=== design 1 ===
==> config.mk <==
export PLATFORM = sky130hd
export DESIGN_NAME = mul_unit_ctrl
export DESIGN_NICKNAME = d
export VERILOG_FILES = /design/src/rtl/mul_unit_ctrl.sv
export SDC_FILE = /design/constraint.sdc
export NUM_CORES = 1
export LEC_CHECK = 0
export ABC_CLOCK_PERIOD_IN_PS = 7200
export CELL_PAD_IN_SITES_DETAIL_PLACEMENT = 0
export CELL_PAD_IN_SITES_GLOBAL_PLACEMENT = 1
export CORE_ASPECT_RATIO = 1.1
export CORE_MARGIN = 2
export CORE_UTILIZATION = 43
export CTS_CLUSTER_DIAMETER = 40
export DETAILED_ROUTE_END_ITERATION = 12
export PLACE_DENSITY = 0.92
export SKIP_CTS_REPAIR_TIMING = 1
export SLEW_MARGIN = 15
export SYNTH_ARGS = -nofsm -noshare
export SYNTH_HDL_FRONTEND = slang
export SYNTH_SLANG_ARGS = --single-unit
==> constraint.sdc <==
create_clock -name clk -period 7.2 [get_ports clk]
set_input_delay 1.44 -clock clk [delete_from_list [all_inputs] [get_ports clk]]
set_output_delay 1.44 -clock clk [all_outputs]
set_load 0.02 [all_outputs]
==> src/rtl/mul_unit_ctrl.sv <==
// Issue/return controller for the 32x32 multiplier unit: round-robin issue, X stage, in-order CDB result queue.
// Optional macro MUL_SIGNED_EN: two's-complement operands (magnitudes to the array, product re-signed before queueing).
module mul_unit_ctrl #(
    parameter int NUM_RS = 3,
    parameter int TAG_W  = 4,
    parameter int QD     = 4
) (
    input  logic                    clk,
    input  logic                    rst,
    input  logic [NUM_RS-1:0]       rs_req,
    input  logic [NUM_RS*TAG_W-1:0] rs_tag,
    input  logic [NUM_RS*32-1:0]    rs_a,
    input  logic [NUM_RS*32-1:0]    rs_b,
    output logic [NUM_RS-1:0]       rs_gnt,
    output logic [31:0]             mul_a,
    output logic [31:0]             mul_b,
    input  logic [63:0]             mul_p,
    output logic                    cdb_req,
    input  logic                    cdb_gnt,
    output logic [TAG_W-1:0]        cdb_tag,
    output logic [63:0]             cdb_data
);
    localparam int PW = (NUM_RS > 1) ? $clog2(NUM_RS) : 1;
    localparam int QW = (QD > 1) ? $clog2(QD) : 1;
    localparam int CW = $clog2(QD + 1);

    logic [PW-1:0]    ptr;
    logic [PW-1:0]    win;
    logic [PW:0]      idx_w;
    logic             found;
    logic             accept;
    logic             pop;
    logic             push;
    logic [CW-1:0]    cnt;
    logic [CW-1:0]    q_cnt;
    logic [QW-1:0]    rd_ptr;
    logic [QW-1:0]    wr_ptr;
    logic [TAG_W-1:0] q_tag  [QD];
    logic [63:0]      q_data [QD];
    logic             x_vld;
    logic [TAG_W-1:0] x_tag;
    logic [TAG_W-1:0] sel_tag;
    logic [31:0]      sel_a;
    logic [31:0]      sel_b;
    logic [31:0]      op_a;
    logic [31:0]      op_b;
    logic [63:0]      wr_data;

    function automatic logic [QW-1:0] q_next(input logic [QW-1:0] p);
        return (p == QW'(QD - 1)) ? '0 : p + 1'b1;
    endfunction

    // Round-robin search: first requester at or after ptr, wrapping.
    always_comb begin
        found = 1'b0;
        win   = '0;
        idx_w = '0;
        for (int i = 0; i < NUM_RS; i++) begin
            idx_w = {1'b0, ptr} + (PW+1)'(i);
            if (idx_w >= (PW+1)'(NUM_RS)) begin
                idx_w = idx_w - (PW+1)'(NUM_RS);
            end
            if (!found && rs_req[idx_w[PW-1:0]]) begin
                found = 1'b1;
                win   = idx_w[PW-1:0];
            end
        end
    end

    assign accept  = found && (cnt < CW'(QD)) && !rst;
    assign rs_gnt  = accept ? (NUM_RS'(1) << win) : '0;
    assign sel_tag = rs_tag[int'(win)*TAG_W +: TAG_W];
    assign sel_a   = rs_a[int'(win)*32 +: 32];
    assign sel_b   = rs_b[int'(win)*32 +: 32];

    assign cdb_req  = (q_cnt != '0);
    assign cdb_tag  = q_tag[rd_ptr];
    assign cdb_data = q_data[rd_ptr];
    assign pop      = cdb_req && cdb_gnt;
    assign push     = x_vld;

`ifdef MUL_SIGNED_EN
    logic x_neg;

    assign op_a    = sel_a[31] ? (32'd0 - sel_a) : sel_a;
    assign op_b    = sel_b[31] ? (32'd0 - sel_b) : sel_b;
    assign wr_data = x_neg ? (64'd0 - mul_p) : mul_p;

    always_ff @(posedge clk) begin
        if (rst) begin
            x_neg <= 1'b0;
        end else if (accept) begin
            x_neg <= sel_a[31] ^ sel_b[31];
        end
    end
`else
    assign op_a    = sel_a;
    assign op_b    = sel_b;
    assign wr_data = mul_p;
`endif

    always_ff @(posedge clk) begin
        if (rst) begin
            x_vld <= 1'b0;
            x_tag <= '0;
            mul_a <= '0;
            mul_b <= '0;
            ptr   <= '0;
        end else begin
            x_vld <= accept;
            if (accept) begin
                x_tag <= sel_tag;
                mul_a <= op_a;
                mul_b <= op_b;
                ptr   <= (win == PW'(NUM_RS - 1)) ? '0 : win + 1'b1;
            end
        end
    end

    // Credits cover the X stage plus queued results, so a push never finds the queue full without a pop.
    always_ff @(posedge clk) begin
        if (rst) begin
            cnt <= '0;
        end else if (accept && !pop) begin
            cnt <= cnt + 1'b1;
        end else if (!accept && pop) begin
            cnt <= cnt - 1'b1;
        end
    end

    always_ff @(posedge clk) begin
        if (rst) begin
            rd_ptr <= '0;
            wr_ptr <= '0;
            q_cnt  <= '0;
            for (int i = 0; i < QD; i++) begin
                q_tag[i]  <= '0;
                q_data[i] <= '0;
            end
        end else begin
            if (push) begin
                q_tag[wr_ptr]  <= x_tag;
                q_data[wr_ptr] <= wr_data;
                wr_ptr         <= q_next(wr_ptr);
            end
            if (pop) begin
                rd_ptr <= q_next(rd_ptr);
            end
            if (push && !pop) begin
                q_cnt <= q_cnt + 1'b1;
            end else if (!push && pop) begin
                q_cnt <= q_cnt - 1'b1;
            end
        end
    end

endmodule

=== design 2 ===
$ cat config.mk
export PLATFORM = sky130hd
export DESIGN_NAME = tm1638_refresh_seq
export DESIGN_NICKNAME = d
export VERILOG_FILES = /design/src/rtl/tm1638_refresh_seq.sv
export SDC_FILE = /design/constraint.sdc
export NUM_CORES = 1
export LEC_CHECK = 0
export CORE_MARGIN = 5
export CORE_UTILIZATION = 52
export CTS_CLUSTER_SIZE = 16
export DETAILED_ROUTE_END_ITERATION = 8
export PLACE_DENSITY = 0.83
export SYNTH_ARGS = -nofsm -noshare
export SYNTH_HDL_FRONTEND = slang
export SYNTH_SLANG_ARGS = --single-unit
export TNS_END_PERCENT = 1
$ cat constraint.sdc
create_clock -name drvclk -period 4.31 [get_ports drvclk]
set_clock_uncertainty 0.15 [all_clocks]
set_input_delay 0.6465 -clock drvclk [delete_from_list [all_inputs] [get_ports drvclk]]
set_output_delay 0.6465 -clock drvclk [all_outputs]
set_load 0.03 [all_outputs]
$ cat src/rtl/tm1638_refresh_seq.sv
// -----------------------------------------------------------------------------
// tm1638_refresh_seq
//
// Command sequencer that sits upstream of the TM1638 byte writer. A refresh
// request snapshots the display image, then sends the complete TM1638 write
// protocol as three STB-low windows:
//   frame 0 : 0x40                               (data write, auto-increment)
//   frame 1 : 0xC0|START_ADDR, data[0..NUM_BYTES-1]
//   frame 2 : 0x80 | display_on<<3 | brightness  (display control)
// This block owns STB. CLK/DIO belong to the byte writer.
//
// Ports
//   drvclk      in   driver clock, all logic on the rising edge
//   reset_n     in   synchronous active-low reset
//   refresh     in   refresh request, level or pulse, sampled every cycle
//   seg_data    in   display image, byte i -> address START_ADDR+i
//   brightness  in   PWM level for the display-control command
//   display_on  in   display enable for the display-control command
//   busy        out  high from request acceptance until DONE
//   done        out  one-cycle pulse after frame 2 STB has returned high
//   wb_start    out  one-cycle start strobe to the byte writer
//   wb_data     out  byte for the writer
//   wb_busy     in   byte writer busy
//   dev_stb     out  TM1638 STB, active low
//
// Writer handshake: wb_start is a single-cycle strobe that carries wb_data.
// The writer raises wb_busy the cycle after the strobe and drops it when the
// byte has been shifted out. wb_data is held from the strobe until wb_busy
// falls. A new strobe is only issued after wb_busy has been seen high and then
// low again, so a late-rising busy is never mistaken for completion.
//
// All outputs are registered and decoded from the next state, so each one is
// exactly a function of the current state and is glitch-free at the pins.
// -----------------------------------------------------------------------------
module tm1638_refresh_seq #(
    parameter int NUM_BYTES  = 16,
    parameter int START_ADDR = 0,
    parameter int STB_GAP    = 2
) (
    input  logic                   drvclk,
    input  logic                   reset_n,
    input  logic                   refresh,
    input  logic [8*NUM_BYTES-1:0] seg_data,
    input  logic [2:0]             brightness,
    input  logic                   display_on,
    output logic                   busy,
    output logic                   done,
    output logic                   wb_start,
    output logic [7:0]             wb_data,
    input  logic                   wb_busy,
    output logic                   dev_stb
);

    localparam int IDX_W = 5;
    localparam int GAP_W = $clog2(STB_GAP + 1);

    typedef enum logic [2:0] {
        S_IDLE   = 3'd0,
        S_STB_LO = 3'd1,
        S_ISSUE  = 3'd2,
        S_ACK    = 3'd3,
        S_DRAIN  = 3'd4,
        S_STB_HI = 3'd5,
        S_GAP    = 3'd6,
        S_DONE   = 3'd7
    } state_t;

    state_t                 state_q, state_d;
    logic [1:0]             frame_q, frame_d;
    logic [IDX_W-1:0]       idx_q, idx_d;
    logic [GAP_W-1:0]       gap_q, gap_d;
    logic                   pending_q, pending_d;
    logic [8*NUM_BYTES-1:0] snap_seg_q, snap_seg_d;
    logic [2:0]             snap_bri_q, snap_bri_d;
    logic                   snap_on_q, snap_on_d;

    logic                   busy_q, busy_d;
    logic                   done_q, done_d;
    logic                   wb_start_q, wb_start_d;
    logic [7:0]             wb_data_q, wb_data_d;
    logic                   dev_stb_q, dev_stb_d;

    logic [7:0]             next_byte;

    // Byte for the (frame, idx) being entered. In frame 1, idx 0 is the
    // address command and idx k>0 is data byte k-1.
    always_comb begin
        next_byte = 8'h40;
        case (frame_d)
            2'd1: begin
                if (idx_d == '0) begin
                    next_byte = 8'hC0 | 8'(START_ADDR);
                end else begin
                    next_byte = 8'h00;
                    for (int i = 0; i < NUM_BYTES; i++) begin
                        if (idx_d == IDX_W'(i + 1)) begin
                            next_byte = snap_seg_q[8*i +: 8];
                        end
                    end
                end
            end
            2'd2:    next_byte = {4'b1000, snap_on_q, snap_bri_q};
            default: next_byte = 8'h40;
        endcase
    end

    always_comb begin
        state_d    = state_q;
        frame_d    = frame_q;
        idx_d      = idx_q;
        gap_d      = gap_q;
        // Any request outside IDLE folds into a single pending refresh.
        pending_d  = pending_q | (refresh & (state_q != S_IDLE));
        snap_seg_d = snap_seg_q;
        snap_bri_d = snap_bri_q;
        snap_on_d  = snap_on_q;

        case (state_q)
            S_IDLE: begin
                if (refresh || pending_q) begin
                    snap_seg_d = seg_data;
                    snap_bri_d = brightness;
                    snap_on_d  = display_on;
                    pending_d  = 1'b0;
                    frame_d    = 2'd0;
                    idx_d      = '0;
                    state_d    = S_STB_LO;
                end
            end
            S_STB_LO: state_d = S_ISSUE;
            S_ISSUE:  state_d = S_ACK;
            S_ACK: begin
                if (wb_busy) begin
                    state_d = S_DRAIN;
                end
            end
            S_DRAIN: begin
                if (!wb_busy) begin
                    if (frame_q == 2'd1 && idx_q != IDX_W'(NUM_BYTES)) begin
                        idx_d   = idx_q + 1'b1;
                        state_d = S_ISSUE;
                    end else begin
                        state_d = S_STB_HI;
                    end
                end
            end
            S_STB_HI: begin
                gap_d   = GAP_W'(STB_GAP - 1);
                state_d = S_GAP;
            end
            S_GAP: begin
                if (gap_q == '0) begin
                    if (frame_q != 2'd2) begin
                        frame_d = frame_q + 1'b1;
                        idx_d   = '0;
                        state_d = S_STB_LO;
                    end else begin
                        state_d = S_DONE;
                    end
                end else begin
                    gap_d = gap_q - 1'b1;
                end
            end
            S_DONE:   state_d = S_IDLE;
            default:  state_d = S_IDLE;
        endcase

        // STB stays low through STB_HI; it rises as GAP is entered, so it is
        // high for exactly STB_GAP cycles between frames.
        busy_d     = (state_d != S_IDLE) && (state_d != S_DONE);
        done_d     = (state_d == S_DONE);
        wb_start_d = (state_d == S_ISSUE);
        dev_stb_d  = !((state_d == S_STB_LO) || (state_d == S_ISSUE) ||
                       (state_d == S_ACK)    || (state_d == S_DRAIN) ||
                       (state_d == S_STB_HI));
        wb_data_d  = (state_d == S_ISSUE) ? next_byte : wb_data_q;
    end

    always_ff @(posedge drvclk) begin
        if (!reset_n) begin
            state_q    <= S_IDLE;
            frame_q    <= 2'd0;
            idx_q      <= '0;
            gap_q      <= '0;
            pending_q  <= 1'b0;
            snap_seg_q <= '0;
            snap_bri_q <= 3'd0;
            snap_on_q  <= 1'b0;
            busy_q     <= 1'b0;
            done_q     <= 1'b0;
            wb_start_q <= 1'b0;
            wb_data_q  <= 8'h00;
            dev_stb_q  <= 1'b1;
        end else begin
            state_q    <= state_d;
            frame_q    <= frame_d;
            idx_q      <= idx_d;
            gap_q      <= gap_d;
            pending_q  <= pending_d;
            snap_seg_q <= snap_seg_d;
            snap_bri_q <= snap_bri_d;
            snap_on_q  <= snap_on_d;
            busy_q     <= busy_d;
            done_q     <= done_d;
            wb_start_q <= wb_start_d;
            wb_data_q  <= wb_data_d;
            dev_stb_q  <= dev_stb_d;
        end
    end

    assign busy     = busy_q;
    assign done     = done_q;
    assign wb_start = wb_start_q;
    assign wb_data  = wb_data_q;
    assign dev_stb  = dev_stb_q;

endmodule

=== design 3 ===
===== src/rtl/core_pkg.sv =====
// Shared core definitions: ALU opcode constants, the execute-stage control
// bundle, and the forwarding-hit test used by the operand selectors.
package core_pkg;

  localparam logic [5:0] ADD  = 6'h00;
  localparam logic [5:0] SUB  = 6'h01;
  localparam logic [5:0] XOR  = 6'h02;
  localparam logic [5:0] OR   = 6'h03;
  localparam logic [5:0] AND  = 6'h04;
  localparam logic [5:0] LLS  = 6'h05;
  localparam logic [5:0] LRS  = 6'h06;
  localparam logic [5:0] ARS  = 6'h07;
  localparam logic [5:0] SSLT = 6'h08;
  localparam logic [5:0] USLT = 6'h09;

  typedef struct packed {
    logic [5:0] alu_mode;
    logic       use_imm;
    logic       use_pc;
    logic [4:0] rd_addr;
  } ex_ctrl_t;

  localparam ex_ctrl_t EX_CTRL_RESET = '{alu_mode: ADD, use_imm: 1'b0,
                                         use_pc: 1'b0, rd_addr: 5'd0};

  // x0 is hardwired, so a producer targeting it must never be forwarded.
  function automatic logic fwd_hit(input logic       en,
                                   input logic [4:0] rd,
                                   input logic [4:0] rs);
    return en && (rd == rs) && (rs != 5'd0);
  endfunction

endpackage


===== src/rtl/fwd_sel.sv =====
// Operand forwarding selector: the MEM-stage producer wins over WB, and both
// win over the value latched at decode.
module fwd_sel
  import core_pkg::*;
#(
  parameter int WordSize = 32
) (
  input  logic [4:0]          rs_addr,
  input  logic [WordSize-1:0] rs_data,
  input  logic                mem_en,
  input  logic [4:0]          mem_rd,
  input  logic [WordSize-1:0] mem_data,
  input  logic                wb_en,
  input  logic [4:0]          wb_rd,
  input  logic [WordSize-1:0] wb_data,
  output logic [WordSize-1:0] data
);

  // NOTE: default assigned first so every path drives data and no latch is inferred.
  always_comb begin
    data = rs_data;
    if (fwd_hit(mem_en, mem_rd, rs_addr)) begin
      data = mem_data;
    end else if (fwd_hit(wb_en, wb_rd, rs_addr)) begin
      data = wb_data;
    end
  end

endmodule


===== src/rtl/id_ex_latch.sv =====
// ID/EX pipeline register with valid/ready handshake, flush, and operand
// forwarding that is refreshed into the stored operands while stalled.
module id_ex_latch
  import core_pkg::*;
#(
  parameter int WordSize = 32
) (
  input  logic                clk,
  input  logic                rst,
  input  logic                id_valid,
  output logic                id_ready,
  input  logic [WordSize-1:0] id_pc,
  input  logic [WordSize-1:0] id_rs1_data,
  input  logic [WordSize-1:0] id_rs2_data,
  input  logic [WordSize-1:0] id_imm,
  input  logic [4:0]          id_rs1_addr,
  input  logic [4:0]          id_rs2_addr,
  input  logic [4:0]          id_rd_addr,
  input  logic [5:0]          id_alu_mode,
  input  logic                id_use_imm,
  input  logic                id_use_pc,
  input  logic                flush,
  output logic                ex_valid,
  input  logic                ex_ready,
  output logic [WordSize-1:0] alu_a,
  output logic [WordSize-1:0] alu_b,
  output logic [5:0]          alu_mode,
  output logic [4:0]          ex_rd_addr,
  output logic [WordSize-1:0] ex_store_data,
  input  logic                fwd_mem_en,
  input  logic [4:0]          fwd_mem_rd,
  input  logic [WordSize-1:0] fwd_mem_data,
  input  logic                fwd_wb_en,
  input  logic [4:0]          fwd_wb_rd,
  input  logic [WordSize-1:0] fwd_wb_data
);

  ex_ctrl_t            ctrl_q;
  logic [WordSize-1:0] pc_q;
  logic [WordSize-1:0] imm_q;
  logic [WordSize-1:0] rs1_q;
  logic [WordSize-1:0] rs2_q;
  logic [4:0]          rs1_addr_q;
  logic [4:0]          rs2_addr_q;
  logic [WordSize-1:0] fwd_rs1;
  logic [WordSize-1:0] fwd_rs2;
  logic                capture;
  logic                hold;

  assign id_ready = !ex_valid || ex_ready;
  assign capture  = id_valid && id_ready;
  assign hold     = ex_valid && !ex_ready;

  // NOTE: sequential state uses non-blocking assignments so every register
  // samples pre-edge values regardless of statement order.
  always_ff @(posedge clk or posedge rst) begin
    if (rst) begin
      ex_valid <= 1'b0;
    end else if (flush) begin
      ex_valid <= 1'b0;
    end else if (capture) begin
      ex_valid <= 1'b1;
    end else if (ex_valid && ex_ready) begin
      ex_valid <= 1'b0;
    end
  end

  // While stalled, forwarded operands are written back so they survive after
  // the producing instruction leaves MEM/WB.
  always_ff @(posedge clk or posedge rst) begin
    if (rst) begin
      ctrl_q     <= EX_CTRL_RESET;
      pc_q       <= '0;
      imm_q      <= '0;
      rs1_q      <= '0;
      rs2_q      <= '0;
      rs1_addr_q <= '0;
      rs2_addr_q <= '0;
    end else if (capture) begin
      ctrl_q     <= '{alu_mode: id_alu_mode, use_imm: id_use_imm,
                      use_pc: id_use_pc, rd_addr: id_rd_addr};
      pc_q       <= id_pc;
      imm_q      <= id_imm;
      rs1_q      <= id_rs1_data;
      rs2_q      <= id_rs2_data;
      rs1_addr_q <= id_rs1_addr;
      rs2_addr_q <= id_rs2_addr;
    end else if (hold) begin
      rs1_q <= fwd_rs1;
      rs2_q <= fwd_rs2;
    end
  end

  fwd_sel #(.WordSize(WordSize)) u_fwd_rs1 (
    .rs_addr  (rs1_addr_q),
    .rs_data  (rs1_q),
    .mem_en   (fwd_mem_en),
    .mem_rd   (fwd_mem_rd),
    .mem_data (fwd_mem_data),
    .wb_en    (fwd_wb_en),
    .wb_rd    (fwd_wb_rd),
    .wb_data  (fwd_wb_data),
    .data     (fwd_rs1)
  );

  fwd_sel #(.WordSize(WordSize)) u_fwd_rs2 (
    .rs_addr  (rs2_addr_q),
    .rs_data  (rs2_q),
    .mem_en   (fwd_mem_en),
    .mem_rd   (fwd_mem_rd),
    .mem_data (fwd_mem_data),
    .wb_en    (fwd_wb_en),
    .wb_rd    (fwd_wb_rd),
    .wb_data  (fwd_wb_data),
    .data     (fwd_rs2)
  );

  assign alu_a         = ctrl_q.use_pc  ? pc_q  : fwd_rs1;
  assign alu_b         = ctrl_q.use_imm ? imm_q : fwd_rs2;
  assign alu_mode      = ctrl_q.alu_mode;
  assign ex_rd_addr    = ctrl_q.rd_addr;
  assign ex_store_data = fwd_rs2;

endmodule

===== config.mk =====
export PLATFORM = sky130hd
export DESIGN_NAME = id_ex_latch
export DESIGN_NICKNAME = d
export VERILOG_FILES = /design/src/rtl/core_pkg.sv /design/src/rtl/fwd_sel.sv /design/src/rtl/id_ex_latch.sv
export SDC_FILE = /design/constraint.sdc
export NUM_CORES = 1
export LEC_CHECK = 0
export ABC_AREA = 1
export CAP_MARGIN = 20
export CORE_MARGIN = 2
export CORE_UTILIZATION = 45
export DETAILED_ROUTE_END_ITERATION = 10
export PLACE_DENSITY = 0.89
export SLEW_MARGIN = 20
export SYNTH_ARGS = -nofsm -noshare
export SYNTH_HDL_FRONTEND = slang
export SYNTH_SLANG_ARGS = --single-unit

===== constraint.sdc =====
create_clock -name clk -period 11.7 [get_ports clk]
set_input_delay 1.17 -clock clk [delete_from_list [all_inputs] [get_ports clk]]
set_output_delay 1.17 -clock clk [all_outputs]
set_load 0.005 [all_outputs]

=== design 4 ===
<file path="src/rtl/ps_bram_frame_writer.sv">
// PS-to-BRAM frame writer: unpacks 64-bit PS words into R/G/B channels and fills addresses 0..MAX-1.
// Optional FRAME_CHECKSUM_EN adds frame_checksum, the mod-2^16 sum of R+G+B over the frame.
module ps_bram_frame_writer #(
  parameter int PS_BRAM_DATAWIDTH = 64,
  parameter int CH_WIDTH          = 16,
  parameter int BRAM_ADDR_WIDTH   = 13,
  parameter int MAX               = 7056
) (
  input  logic                         clk_fast,
  input  logic                         reset,
  input  logic                         frame_start,
  input  logic                         s_valid,
  input  logic [PS_BRAM_DATAWIDTH-1:0] s_data,
  output logic                         s_ready,
  output logic                         wr_en,
  output logic [BRAM_ADDR_WIDTH-1:0]   wr_addr,
  output logic [CH_WIDTH-1:0]          wr_r,
  output logic [CH_WIDTH-1:0]          wr_g,
  output logic [CH_WIDTH-1:0]          wr_b,
  output logic                         PS_BRAM_busy,
  output logic                         frame_done,
  output logic                         fmt_err,
`ifdef FRAME_CHECKSUM_EN
  output logic [15:0]                  frame_checksum,
`endif
  output logic [1:0]                   dbg_state
);

  // Handshake: a word transfers on any rising edge where s_valid && s_ready are both high;
  // s_ready is registered and only high in FILL, so the PS must hold s_data until that edge.
  typedef enum logic [1:0] {IDLE = 2'd0, FILL = 2'd1, LAST = 2'd2, DONE = 2'd3} state_t;

  localparam logic [BRAM_ADDR_WIDTH-1:0] LAST_ADDR = BRAM_ADDR_WIDTH'(MAX - 1);
  localparam int RSV_W = PS_BRAM_DATAWIDTH - 3 * CH_WIDTH;

  state_t                       state_q;
  logic [BRAM_ADDR_WIDTH-1:0]   count_q, count_d;
  logic                         s_ready_q, wr_en_q, busy_q, frame_done_q, fmt_err_q;
  logic [BRAM_ADDR_WIDTH-1:0]   wr_addr_q;
  logic [CH_WIDTH-1:0]          wr_r_q, wr_g_q, wr_b_q;
  logic                         accept;
  logic [CH_WIDTH-1:0]          px_r, px_g, px_b;
  logic [RSV_W-1:0]             px_rsv;

  always_comb begin
    accept  = s_valid && s_ready_q;
    count_d = count_q + 1'b1;
    px_r    = s_data[2*CH_WIDTH +: CH_WIDTH];
    px_g    = s_data[CH_WIDTH +: CH_WIDTH];
    px_b    = s_data[0 +: CH_WIDTH];
    px_rsv  = s_data[PS_BRAM_DATAWIDTH-1 : 3*CH_WIDTH];
  end

  always_ff @(posedge clk_fast or negedge reset) begin
    if (!reset) begin
      state_q      <= IDLE;
      count_q      <= '0;
      s_ready_q    <= 1'b0;
      wr_en_q      <= 1'b0;
      wr_addr_q    <= '0;
      wr_r_q       <= '0;
      wr_g_q       <= '0;
      wr_b_q       <= '0;
      busy_q       <= 1'b0;
      frame_done_q <= 1'b0;
      fmt_err_q    <= 1'b0;
    end else begin
      wr_en_q      <= 1'b0;
      frame_done_q <= 1'b0;
      if (accept) begin
        wr_en_q   <= 1'b1;
        wr_addr_q <= count_q;
        wr_r_q    <= px_r;
        wr_g_q    <= px_g;
        wr_b_q    <= px_b;
        if (px_rsv != '0) fmt_err_q <= 1'b1;
      end
      case (state_q)
        IDLE: if (frame_start) begin
          state_q   <= FILL;
          count_q   <= '0;
          fmt_err_q <= 1'b0;
          busy_q    <= 1'b1;
          s_ready_q <= 1'b1;
        end
        FILL: if (accept) begin
          // Count parks at MAX-1 so wr_addr can never pass the frame end.
          if (count_q == LAST_ADDR) begin
            state_q   <= LAST;
            s_ready_q <= 1'b0;
          end else begin
            count_q <= count_d;
          end
        end
        LAST: begin
          state_q      <= DONE;
          frame_done_q <= 1'b1;
          busy_q       <= 1'b0;
        end
        DONE:    state_q <= IDLE;
        default: state_q <= IDLE;
      endcase
    end
  end

`ifdef FRAME_CHECKSUM_EN
  logic [15:0] cks_q;

  always_ff @(posedge clk_fast or negedge reset) begin
    if (!reset) begin
      cks_q <= '0;
    end else if (state_q == IDLE && frame_start) begin
      cks_q <= '0;
    end else if (accept) begin
      cks_q <= cks_q + 16'(px_r) + 16'(px_g) + 16'(px_b);
    end
  end

  assign frame_checksum = cks_q;
`endif

  assign s_ready      = s_ready_q;
  assign wr_en        = wr_en_q;
  assign wr_addr      = wr_addr_q;
  assign wr_r         = wr_r_q;
  assign wr_g         = wr_g_q;
  assign wr_b         = wr_b_q;
  assign PS_BRAM_busy = busy_q;
  assign frame_done   = frame_done_q;
  assign fmt_err      = fmt_err_q;
  assign dbg_state    = state_q;

endmodule
</file>
<file path="config.mk">
export PLATFORM = sky130hd
export DESIGN_NAME = ps_bram_frame_writer
export DESIGN_NICKNAME = d
export VERILOG_FILES = /design/src/rtl/ps_bram_frame_writer.sv
export SDC_FILE = /design/constraint.sdc
export NUM_CORES = 1
export LEC_CHECK = 0
export CORE_ASPECT_RATIO = 1.2
export CORE_MARGIN = 5
export CORE_UTILIZATION = 50
export CTS_CLUSTER_SIZE = 20
export DETAILED_ROUTE_END_ITERATION = 8
export DONT_BUFFER_PORTS = 1
export MAX_ROUTING_LAYER = met4
export PLACE_DENSITY_LB_ADDON = 0.12
export REMOVE_ABC_BUFFERS = 1
export SETUP_SLACK_MARGIN = 0.05
export SLEW_MARGIN = 20
export SYNTH_ARGS = -nofsm -noshare
export SYNTH_HDL_FRONTEND = slang
export SYNTH_SLANG_ARGS = --single-unit
</file>
<file path="constraint.sdc">
create_clock -name clk_fast -period 2.9 [get_ports clk_fast]
set_clock_uncertainty 0.2 [all_clocks]
set_input_delay 0.58 -clock clk_fast [delete_from_list [all_inputs] [get_ports clk_fast]]
set_output_delay 0.58 -clock clk_fast [all_outputs]
set_load 0.05 [all_outputs]
</file>

## Gallery

Congestion heat map.
picture 1
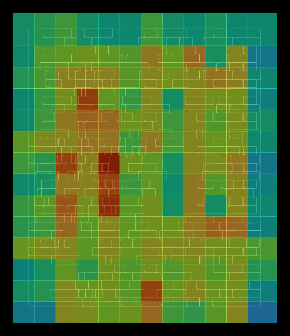
picture 2
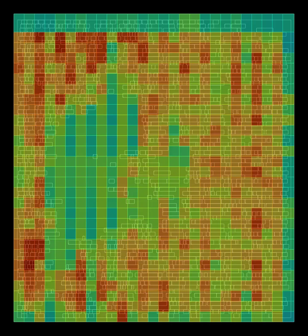
picture 3
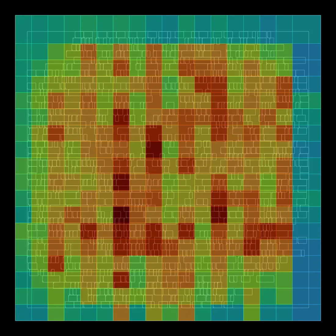
picture 4
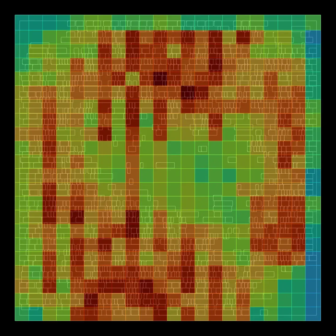
design 1 -> picture 2
design 4 -> picture 1
design 3 -> picture 4
design 2 -> picture 3
The one with the lowest track usage is picture 1.
The one with the highest track usage is picture 4.

Design 2, sequential cells grouped by signal name:
Drawn at 4 px/µm. Other sequential cells in the stronger grey, the rest of the logic in the fainter grey.
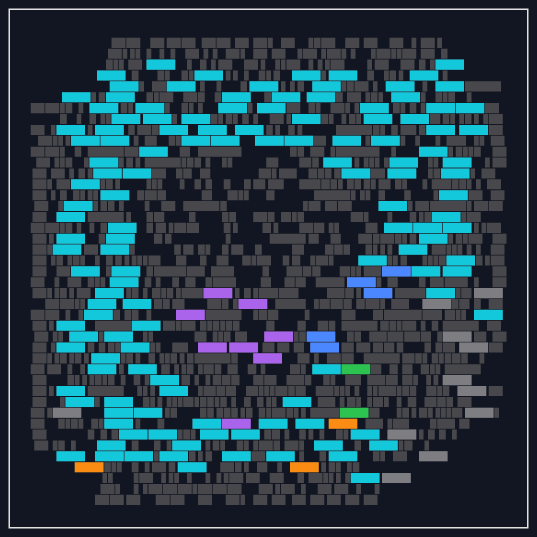
wb_data: shown in purple, flops 8. frame_q: shown in green, flops 2. idx_q: shown in blue, flops 5. snap_bri_q: shown in orange, flops 3. snap_seg_q: shown in cyan, flops 128, where widely spread.
Sequential Area: 3140 µm²
register share of the cell area: 32.8%
Power Sequential: 1.71 mW
fraction of the core area covered by cells at the end of the flow: 68.8%

==> results.txt, design 2 <==
Notes on the flow run.

- The switching portion of total power is 27.9%, for reference.
- The largest register by flop count is snap_seg_q, for reference.
- The congestion estimate from routability-driven global placement came to 0.967.
- The timing report lists the critical path depth as 11 cells.
- The post-placement cell area is 9010 µm².
- Per report_power, the sequential group accounts for 45.0% of the total.
- The run finished with clean final reports.
- The register with the most flip-flops in the layout has 128 of them.
- The number of design-rule violations left by the first detailed-router iteration is 796, for reference.
- The hold path startpoint is snap_seg_q[23], for reference.
- The number of hold buffers added after cts is 0, for reference.
- The logic depth of the worst register-to-register path is 8, for reference.
- The final hold violation count is 0, for reference.
- The count of warning messages emitted by the tools is 30, for reference.
- Counting flops with an async set or reset pin after synthesis yields a share of 0%.
- The post-synth tally of flip-flops with integrated enable is 0, for reference.
- The most area-hungry cell type in the Yosys netlist is dfxtp_1, for reference.
- The critical-path maximum fanout is 9, for reference.
- By instance count, the cell type seen most on the critical path is nor2_1.
- As logged by OpenROAD, the buffers inserted on ports number 147.
- The fraction of layout cells with a size suffix above 1 is 7.48%, for reference.
design 2: power by group through the flow:
stage | logic [mW] | registers [mW] | clock network [mW]
floorplan | 0.383 | 1.68 | 0
global placement | 0.582 | 1.73 | 0
detailed placement | 0.597 | 1.73 | 0
CTS | 0.604 | 1.70 | 1.47
global route | 0.672 | 1.72 | 1.55
finish | 0.603 | 1.71 | 1.48
design 2: cell families (layout without fill, tap and decap cells):
logic type	after synthesis	in the layout	share of synthesized area, %
flip-flops	157	157	42.5
adder cells (fa/ha/maj)	8	8	1.35
multiplexers	12	12	1.81
AND/OR/NAND/NOR	454	454	26.5
AND-OR/OR-AND	275	275	23.1
XOR/XNOR	1	1	0.118
buffers and inverters	81	216	4.65
design 2: metal layers:
layer	routed length [µm]	vias up	global-route usage, %
li1	-	3650	-
met4	493	0	7.72
met1	9390	3577	35.0
met3	1820	56	7.34
met5	0	-	0
met2	11300	335	45.8
design 2: layout make-up:
type	count	share of cell area, %
clock inverters	8	1.15
clock buffers	23	4.88
flip-flops and latches	157	32.8
inverters	15	0.613
multi-input cells	750	41.0
well taps	180	2.35
repair buffers	170	17.3
Design 1, layout detail:
Window x 74 to 114, y 124 to 164 µm. Cells in grey, sequential cells in the stronger grey; small squares are vias.
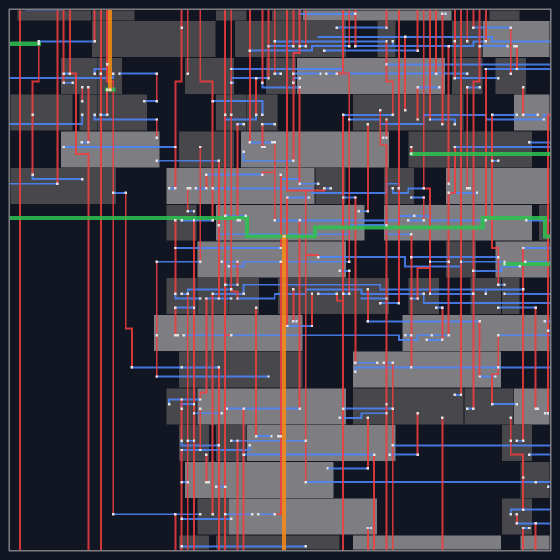
M4: shown in orange. M3: shown in green. M1: shown in blue. M2: shown in red.
Netlist names of flops here include q_tag (8), q_data (6). Sequential cells in the window: 15. 55 logic cells have their middle in the window. Most frequent: and2_1 (22), edfxtp_1 (14).

==> results.txt, design 1 <==
Notes on the flow run.

- The multi-input combinational cell area is 5660 µm², for reference.
- For reference, the mux area share after synthesis is 10.3%.
- The count of clock-net buffers in the final layout is 57, for reference.
- The launching instance or port of the critical path is rs_req[1], for reference.
- The flow ran to the end, and the final reports show no timing, DRC or antenna violations.
- The time the worst path needs with I/O delays and setup is 5.95 ns, for reference.
- The flow reports that combinational logic draws 35.9% of the design power.
- The clock network area share is 7.06%, for reference.
- The hold path startpoint is rd_ptr[1], for reference.
- The post-route cell area is 21900 µm², for reference.
- STA reports the tightest min-delay check as being of type reg -> reg.
- The number of remaining DRC errors is 0, for reference.
- The via count of the first global-routing pass is 11700, for reference.
- The worst setup slack after layout is 1.25 ns, for reference.
- The I/O pin count is 410, for reference.
- The post-synthesis share of cell area spent on and-or and or-and gates is 6.28%, for reference.
- The cell-mix breakdown from Yosys lists the XOR/XNOR area share as 0.221%.
- The worst stage delay on the critical path is 0.65 ns, for reference.
- The area fraction in and, or, nand and nor cells is 17.5%, for reference.
- The combinational power is 2.88 mW, for reference.
- The number of clock sinks is 355, for reference.
- The post-route worst hold slack is 0.472 ns, for reference.
- From bottom edge to top edge, the die measures 205 µm.
- The floorplan core area is 36300 µm², for reference.
- q_data holds more flip-flops than any other register.
## design 1: final timing paths
path	cells after the start	slack [ns]	endpoint
max	7	1.25	rs_gnt[0]
min	2	0.47	flop
min reg2reg	2	0.47	flop
max reg2reg	14	3.04	cnt[2]
## design 1: synth_stat cells (2+ instances only)
| cell | number |
|---|---|
| and2_1 | 272 |
| edfxtp_1 | 272 |
| nand3_1 | 118 |
| dfxtp_1 | 83 |
| clkbuf_1 | 73 |
| mux4_2 | 68 |
| nand2_1 | 55 |
| a32oi_1 | 49 |
| nor2_1 | 30 |
| o31ai_1 | 20 |
| a221oi_2 | 19 |
| buf_2 | 13 |
| ha_1 | 8 |
| inv_1 | 8 |
| mux2i_1 | 7 |
| a21oi_1 | 5 |
| buf_6 | 4 |
| or2_2 | 4 |
| xor2_1 | 4 |
| buf_1 | 3 |
| nand2b_1 | 3 |
| nor2b_1 | 3 |
| nor3_1 | 3 |
| or3_1 | 3 |
| a21o_1 | 2 |
| and3b_1 | 2 |
| buf_4 | 2 |
| fa_1 | 2 |
| o21ai_0 | 2 |
## design 1: per-layer routing
layer	track usage, %	share of wire, %
met5	0	0
met2	41.3	51
met3	6.74	9.0
met4	7.65	2.9
met1	27.4	37
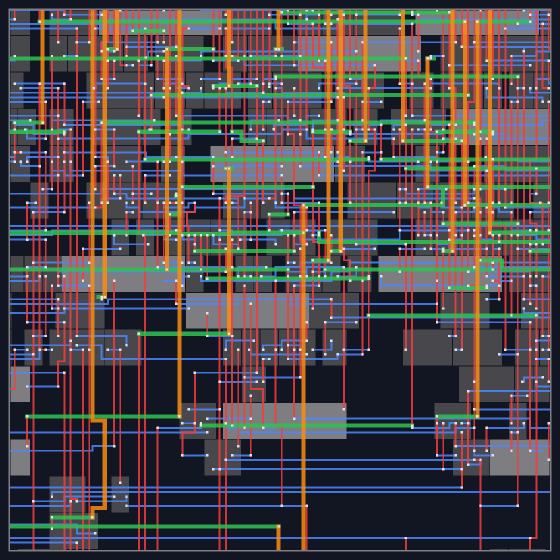
Design 3: layout detail
Window x 56 to 96, y 87 to 127 µm. Cells in grey, sequential cells in the stronger grey; small squares are vias.
M3: shown in green. M2: shown in red. M1: shown in blue. M4: shown in orange.
120 logic cells have their middle in the window. Netlist names of flops here include rs2_q (5), rs1_q (4). Sequential cells in the window: 9. Most frequent: nand2_1 (31), nand3_1 (29), clkdlybuf4s50_1 (15).

Design 3, sequential cells grouped by signal name:
Drawn at 3 px/µm. Other sequential cells in the stronger grey, the rest of the logic in the fainter grey.
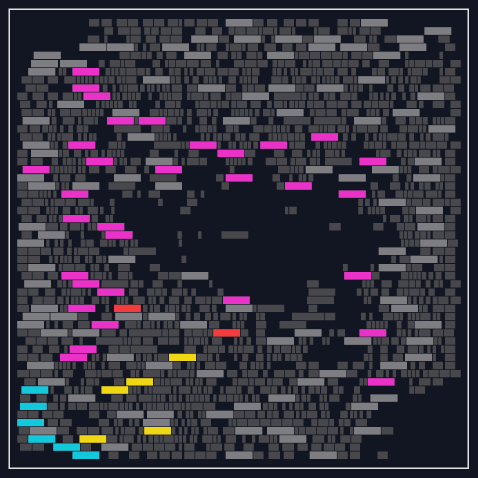
alu_mode: shown in cyan, flops 6, where bottom left. ctrl_q: shown in red, flops 2. rs2_addr_q: shown in yellow, flops 5. rs1_q: shown in magenta, flops 32.
Another 107 sequential cells are not coloured.

==> results.txt, design 3 <==
Notes on the flow run.

- In this run the most critical hold path is launched from rs1_q[4].
- The tally of filler cells in the layout is 1769, for reference.
- The I/O pin count is 341, for reference.
- The multi-input combinational cells in the finished layout cover a total of 5230 µm².
- The total negative slack for setup checks is 0 ns, for reference.
- Looking at the clock tree report, the root buffer type is clkbuf_16.
- The total overflow left after global routing is 0.
- The floorplan core area is 21800 µm², for reference.
- The first TritonRoute pass finished after 6 iterations.
- In the final report, the number of pins over their slew limit comes to 0.
- The number of CTS-inserted buffers is 17, for reference.
- The final weighted congestion in routability-driven placement is 0.983, for reference.
- The detailed router placed 10700 vias in this run.
- The post-place setup slack is 5.85 ns, for reference.
- The number of clock sinks is 152, for reference.
- The flow reports an fmax of 171 MHz.
- The synthesized netlist contains 30 unique library cells.
- In the final layout, excluding clock buffers the buffer count is 352.
- The width of the die is 153 µm, for reference.
- The residual antenna-violating net count after detailed routing is 0, for reference.
- The flow ran to the end, and the final reports show no timing, DRC or antenna violations.
- The reg2reg setup slack is 8.08 ns, for reference.
==> design 3: cell usage after synthesis, drive strengths merged <==
cell type	number	area share [%]
and2	32	2.0
clkbuf	27	1.0
xnor2	1	0.088
nand3b	32	2.4
nand4	1	0.13
buf	71	4.6
nor2	69	2.9
mux2	77	8.7
a21oi	11	0.55
o22ai	1	0.063
o211ai	35	2.6
a31oi	15	0.95
inv	103	3.9
nand2	408	16
nand3	264	15
o21ai	3	0.15
xor2	1	0.088
nor3	2	0.26
dfrtp	152	38
==> design 3: where the power goes <==
part / switching, mW / leakage [nW] / internal [mW]
sequential: 0.0429 / 1.81 / 0.593
clock: 0.255 / 0.299 / 0.327
combinational: 0.290 / 4.45 / 0.304
==> design 3: layout by cell type, fill, tap and decap left out, types with 15 or more instances in the layout <==
cell type / Yosys / layout
a31oi_1: 15 / 15
and2_1: 32 / 32
clkbuf_16: 0 / 17
clkdlybuf4s50_1: 0 / 339
dfrtp_1: 152 / 152
inv_1: 95 / 93
mux2_2: 77 / 77
nand2_1: 376 / 375
nand2_2: 30 / 30
nand3_1: 233 / 232
nand3_2: 31 / 31
nand3b_1: 32 / 32
nor2_1: 63 / 61
o211ai_1: 35 / 35
Design 4, the metal 2 layer:
Drawn at 3 px/µm.
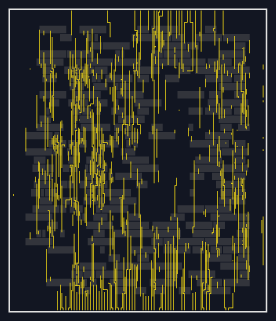
The layer holds 49% of the routed length. The layer carries 3290 µm of wire.
met2 Resource Use GR: 24.9%
total wire length after detailed routing: 6660 µm
via total after detailed routing: 2035

Design 4, selected gate families:
Drawn at 4 px/µm.
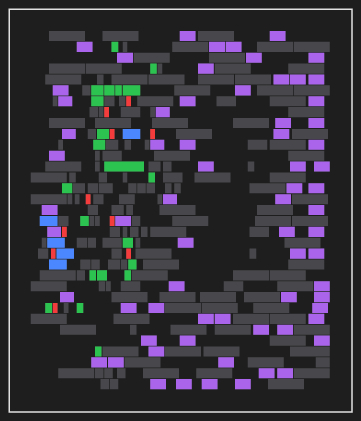
mux cells: shown in purple, cells 68, most used mux2_2, where widely spread. aoi and oai cells: shown in green, cells 21, most used o21ai_0. fa/ha/maj cells: shown in blue, cells 5, most used ha_1, where left middle. inv cells: shown in red, cells 10, most used inv_1.
fin cells: 351
combinational share of cell area: 35.1%
most common cell after layout, fill and taps aside: dfrtp_1

==> results.txt, design 4 <==
Notes on the flow run.

- The worst register-to-register path has a setup slack of 0.57 ns.
- The share of the core filled with cells is 55.1%, for reference.
- Registers take 2030 µm².
- The multi-input combinational cell area is 1300 µm², for reference.
- The latest clock arrival within the worst-skew pair is 0.33 ns, for reference.
- Of all the cell area in the finished design, the clock network holds 4.32%.
- The chip occupies 8560 µm².
- The routed via count divided by cell count is 5.80, for reference.
- The stat command in Yosys gives a chip area of 3400 µm².
- The type of element capturing the critical path is a flop, for reference.
- In the Yosys stats the netlist draws on 39 distinct library cells.
- Relative to the synthesized area, the layout overhead comes to 9.09%.
- The area share of the largest cell type after synthesis is 59.6%, for reference.
- The share of synthesized cell area in full adder, half adder and majority cells is 1.84%, for reference.
- The headroom to the max-slew limit is 65.3%, for reference.
- The time the worst path needs with I/O delays and setup is 2.33 ns, for reference.
- In this run, flip-flops and latches consume 61.5% of the power.
- The ratio of final minimum period to clock period is 80.3%, for reference.
- In the post-synthesis netlist, the cell with the most instances is dfrtp_1.
- Setup repair after global routing left no endpoint under its margin.
- The tree is rooted in a clkbuf_8.
- The number of CTS-inserted buffers is 9, for reference.
- The global route stage reports its total congestion overflow as 0.
- For hold timing, the worst endpoint is fmt_err.
- The first-pass GRT wire length is 10500 µm, for reference.
- Summing the areas of all xor and xnor instances in the mapped netlist gives 0% of the synthesized area.
- The pre-antenna-repair detailed-routing pass consisted of 4 iterations.
- Hold timing on the final database bottoms out at a slack of 0.123 ns.
- The run finished with clean final reports.
- The synthesis log from Yosys contains 0 warnings.
- The sequential share of cell area is 54.6%, for reference.
## design 4: repair_timing
action                     CTS  global route
setup endpoints to repair    0             0
hold buffers                 2             0
resized                      0             0
hold endpoints to repair    81             0
## design 4: sequential cells by signal, indices dropped and copies added, names as in the netlist
name and flops:
wr_b 16, wr_g 16, wr_r 16, count_q 13
wr_addr 13, dbg_state 2, PS_BRAM_busy 1, fmt_err 1
frame_done 1, s_ready 1, wr_en 1
## design 4: metrics by stage
stage	cells	power, mW	setup slack [ns]	area, µm²
final	351	1.84	0.572	3710
after global routing	351	1.93	0.427	3710
after CTS	351	1.88	0.559	3710
after detailed placement	334	1.15	0.570	3510
after global placement	334	1.15	0.638	3510
after floorplan	242	1.15	0.192	3370
## design 4: metal layers
layer / vias to the layer above / GRT usage [%] / wire length, µm
met5: - / - / 0
met4: 0 / 6.46 / 76
met3: 8 / 5.91 / 641
met2: 89 / 24.9 / 3290
met1: 1011 / 19.8 / 2650
li1: 927 / - / -
## design 4: power groups by stage
stage,combinational (mW),clock (mW),sequential (mW)
after floorplan,0.00203,0,1.15
after global placement,0.00210,0,1.15
after detailed placement,0.00209,0,1.15
after CTS,0.0299,0.718,1.13
after global routing,0.0336,0.770,1.13
final,0.0279,0.679,1.13


==> notes/layouts.md <==
Pictures saved along the way, in no particular order.

Selected gate families.
(a)
Drawn at 4 px/µm.
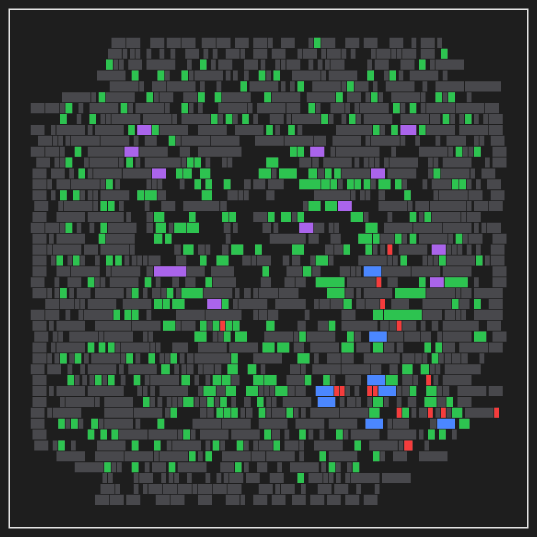
(b)
Drawn at 3 px/µm.
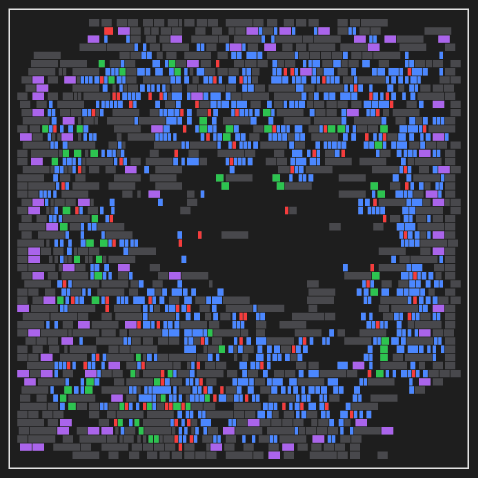
(c)
Drawn at 2 px/µm.
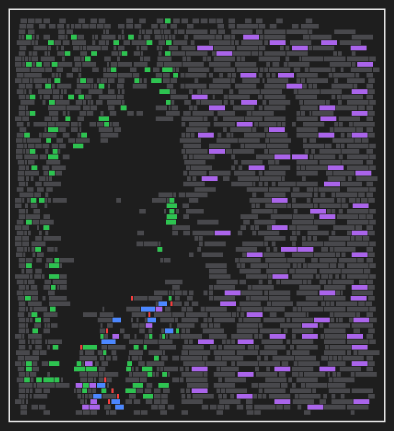
design 3: (b)
design 2: (a)
design 1: (c)


## Gallery

The metal 2 layer.
shot_01.png
Drawn at 2 px/µm.
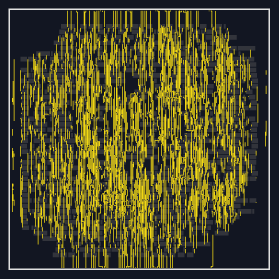
shot_02.png
Drawn at 2 px/µm.
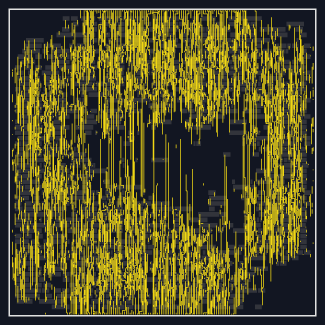
shot_03.png
Drawn at 1.5 px/µm.
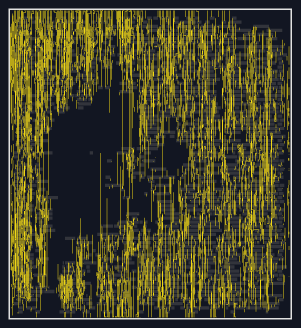
For design 2, see shot_01.png.
For design 3, see shot_02.png.
For design 1, see shot_03.png.
- smallest die: shot_01.png

Key to shot_03.png:
The layer carries 23.6 mm of wire. The wires run mostly vertical. The layer holds 51% of the routed length. 1623 nets have wire on it. The longest straight run is 83.8 µm.

No activity file was given, so power comes from the tool's default toggle rates.
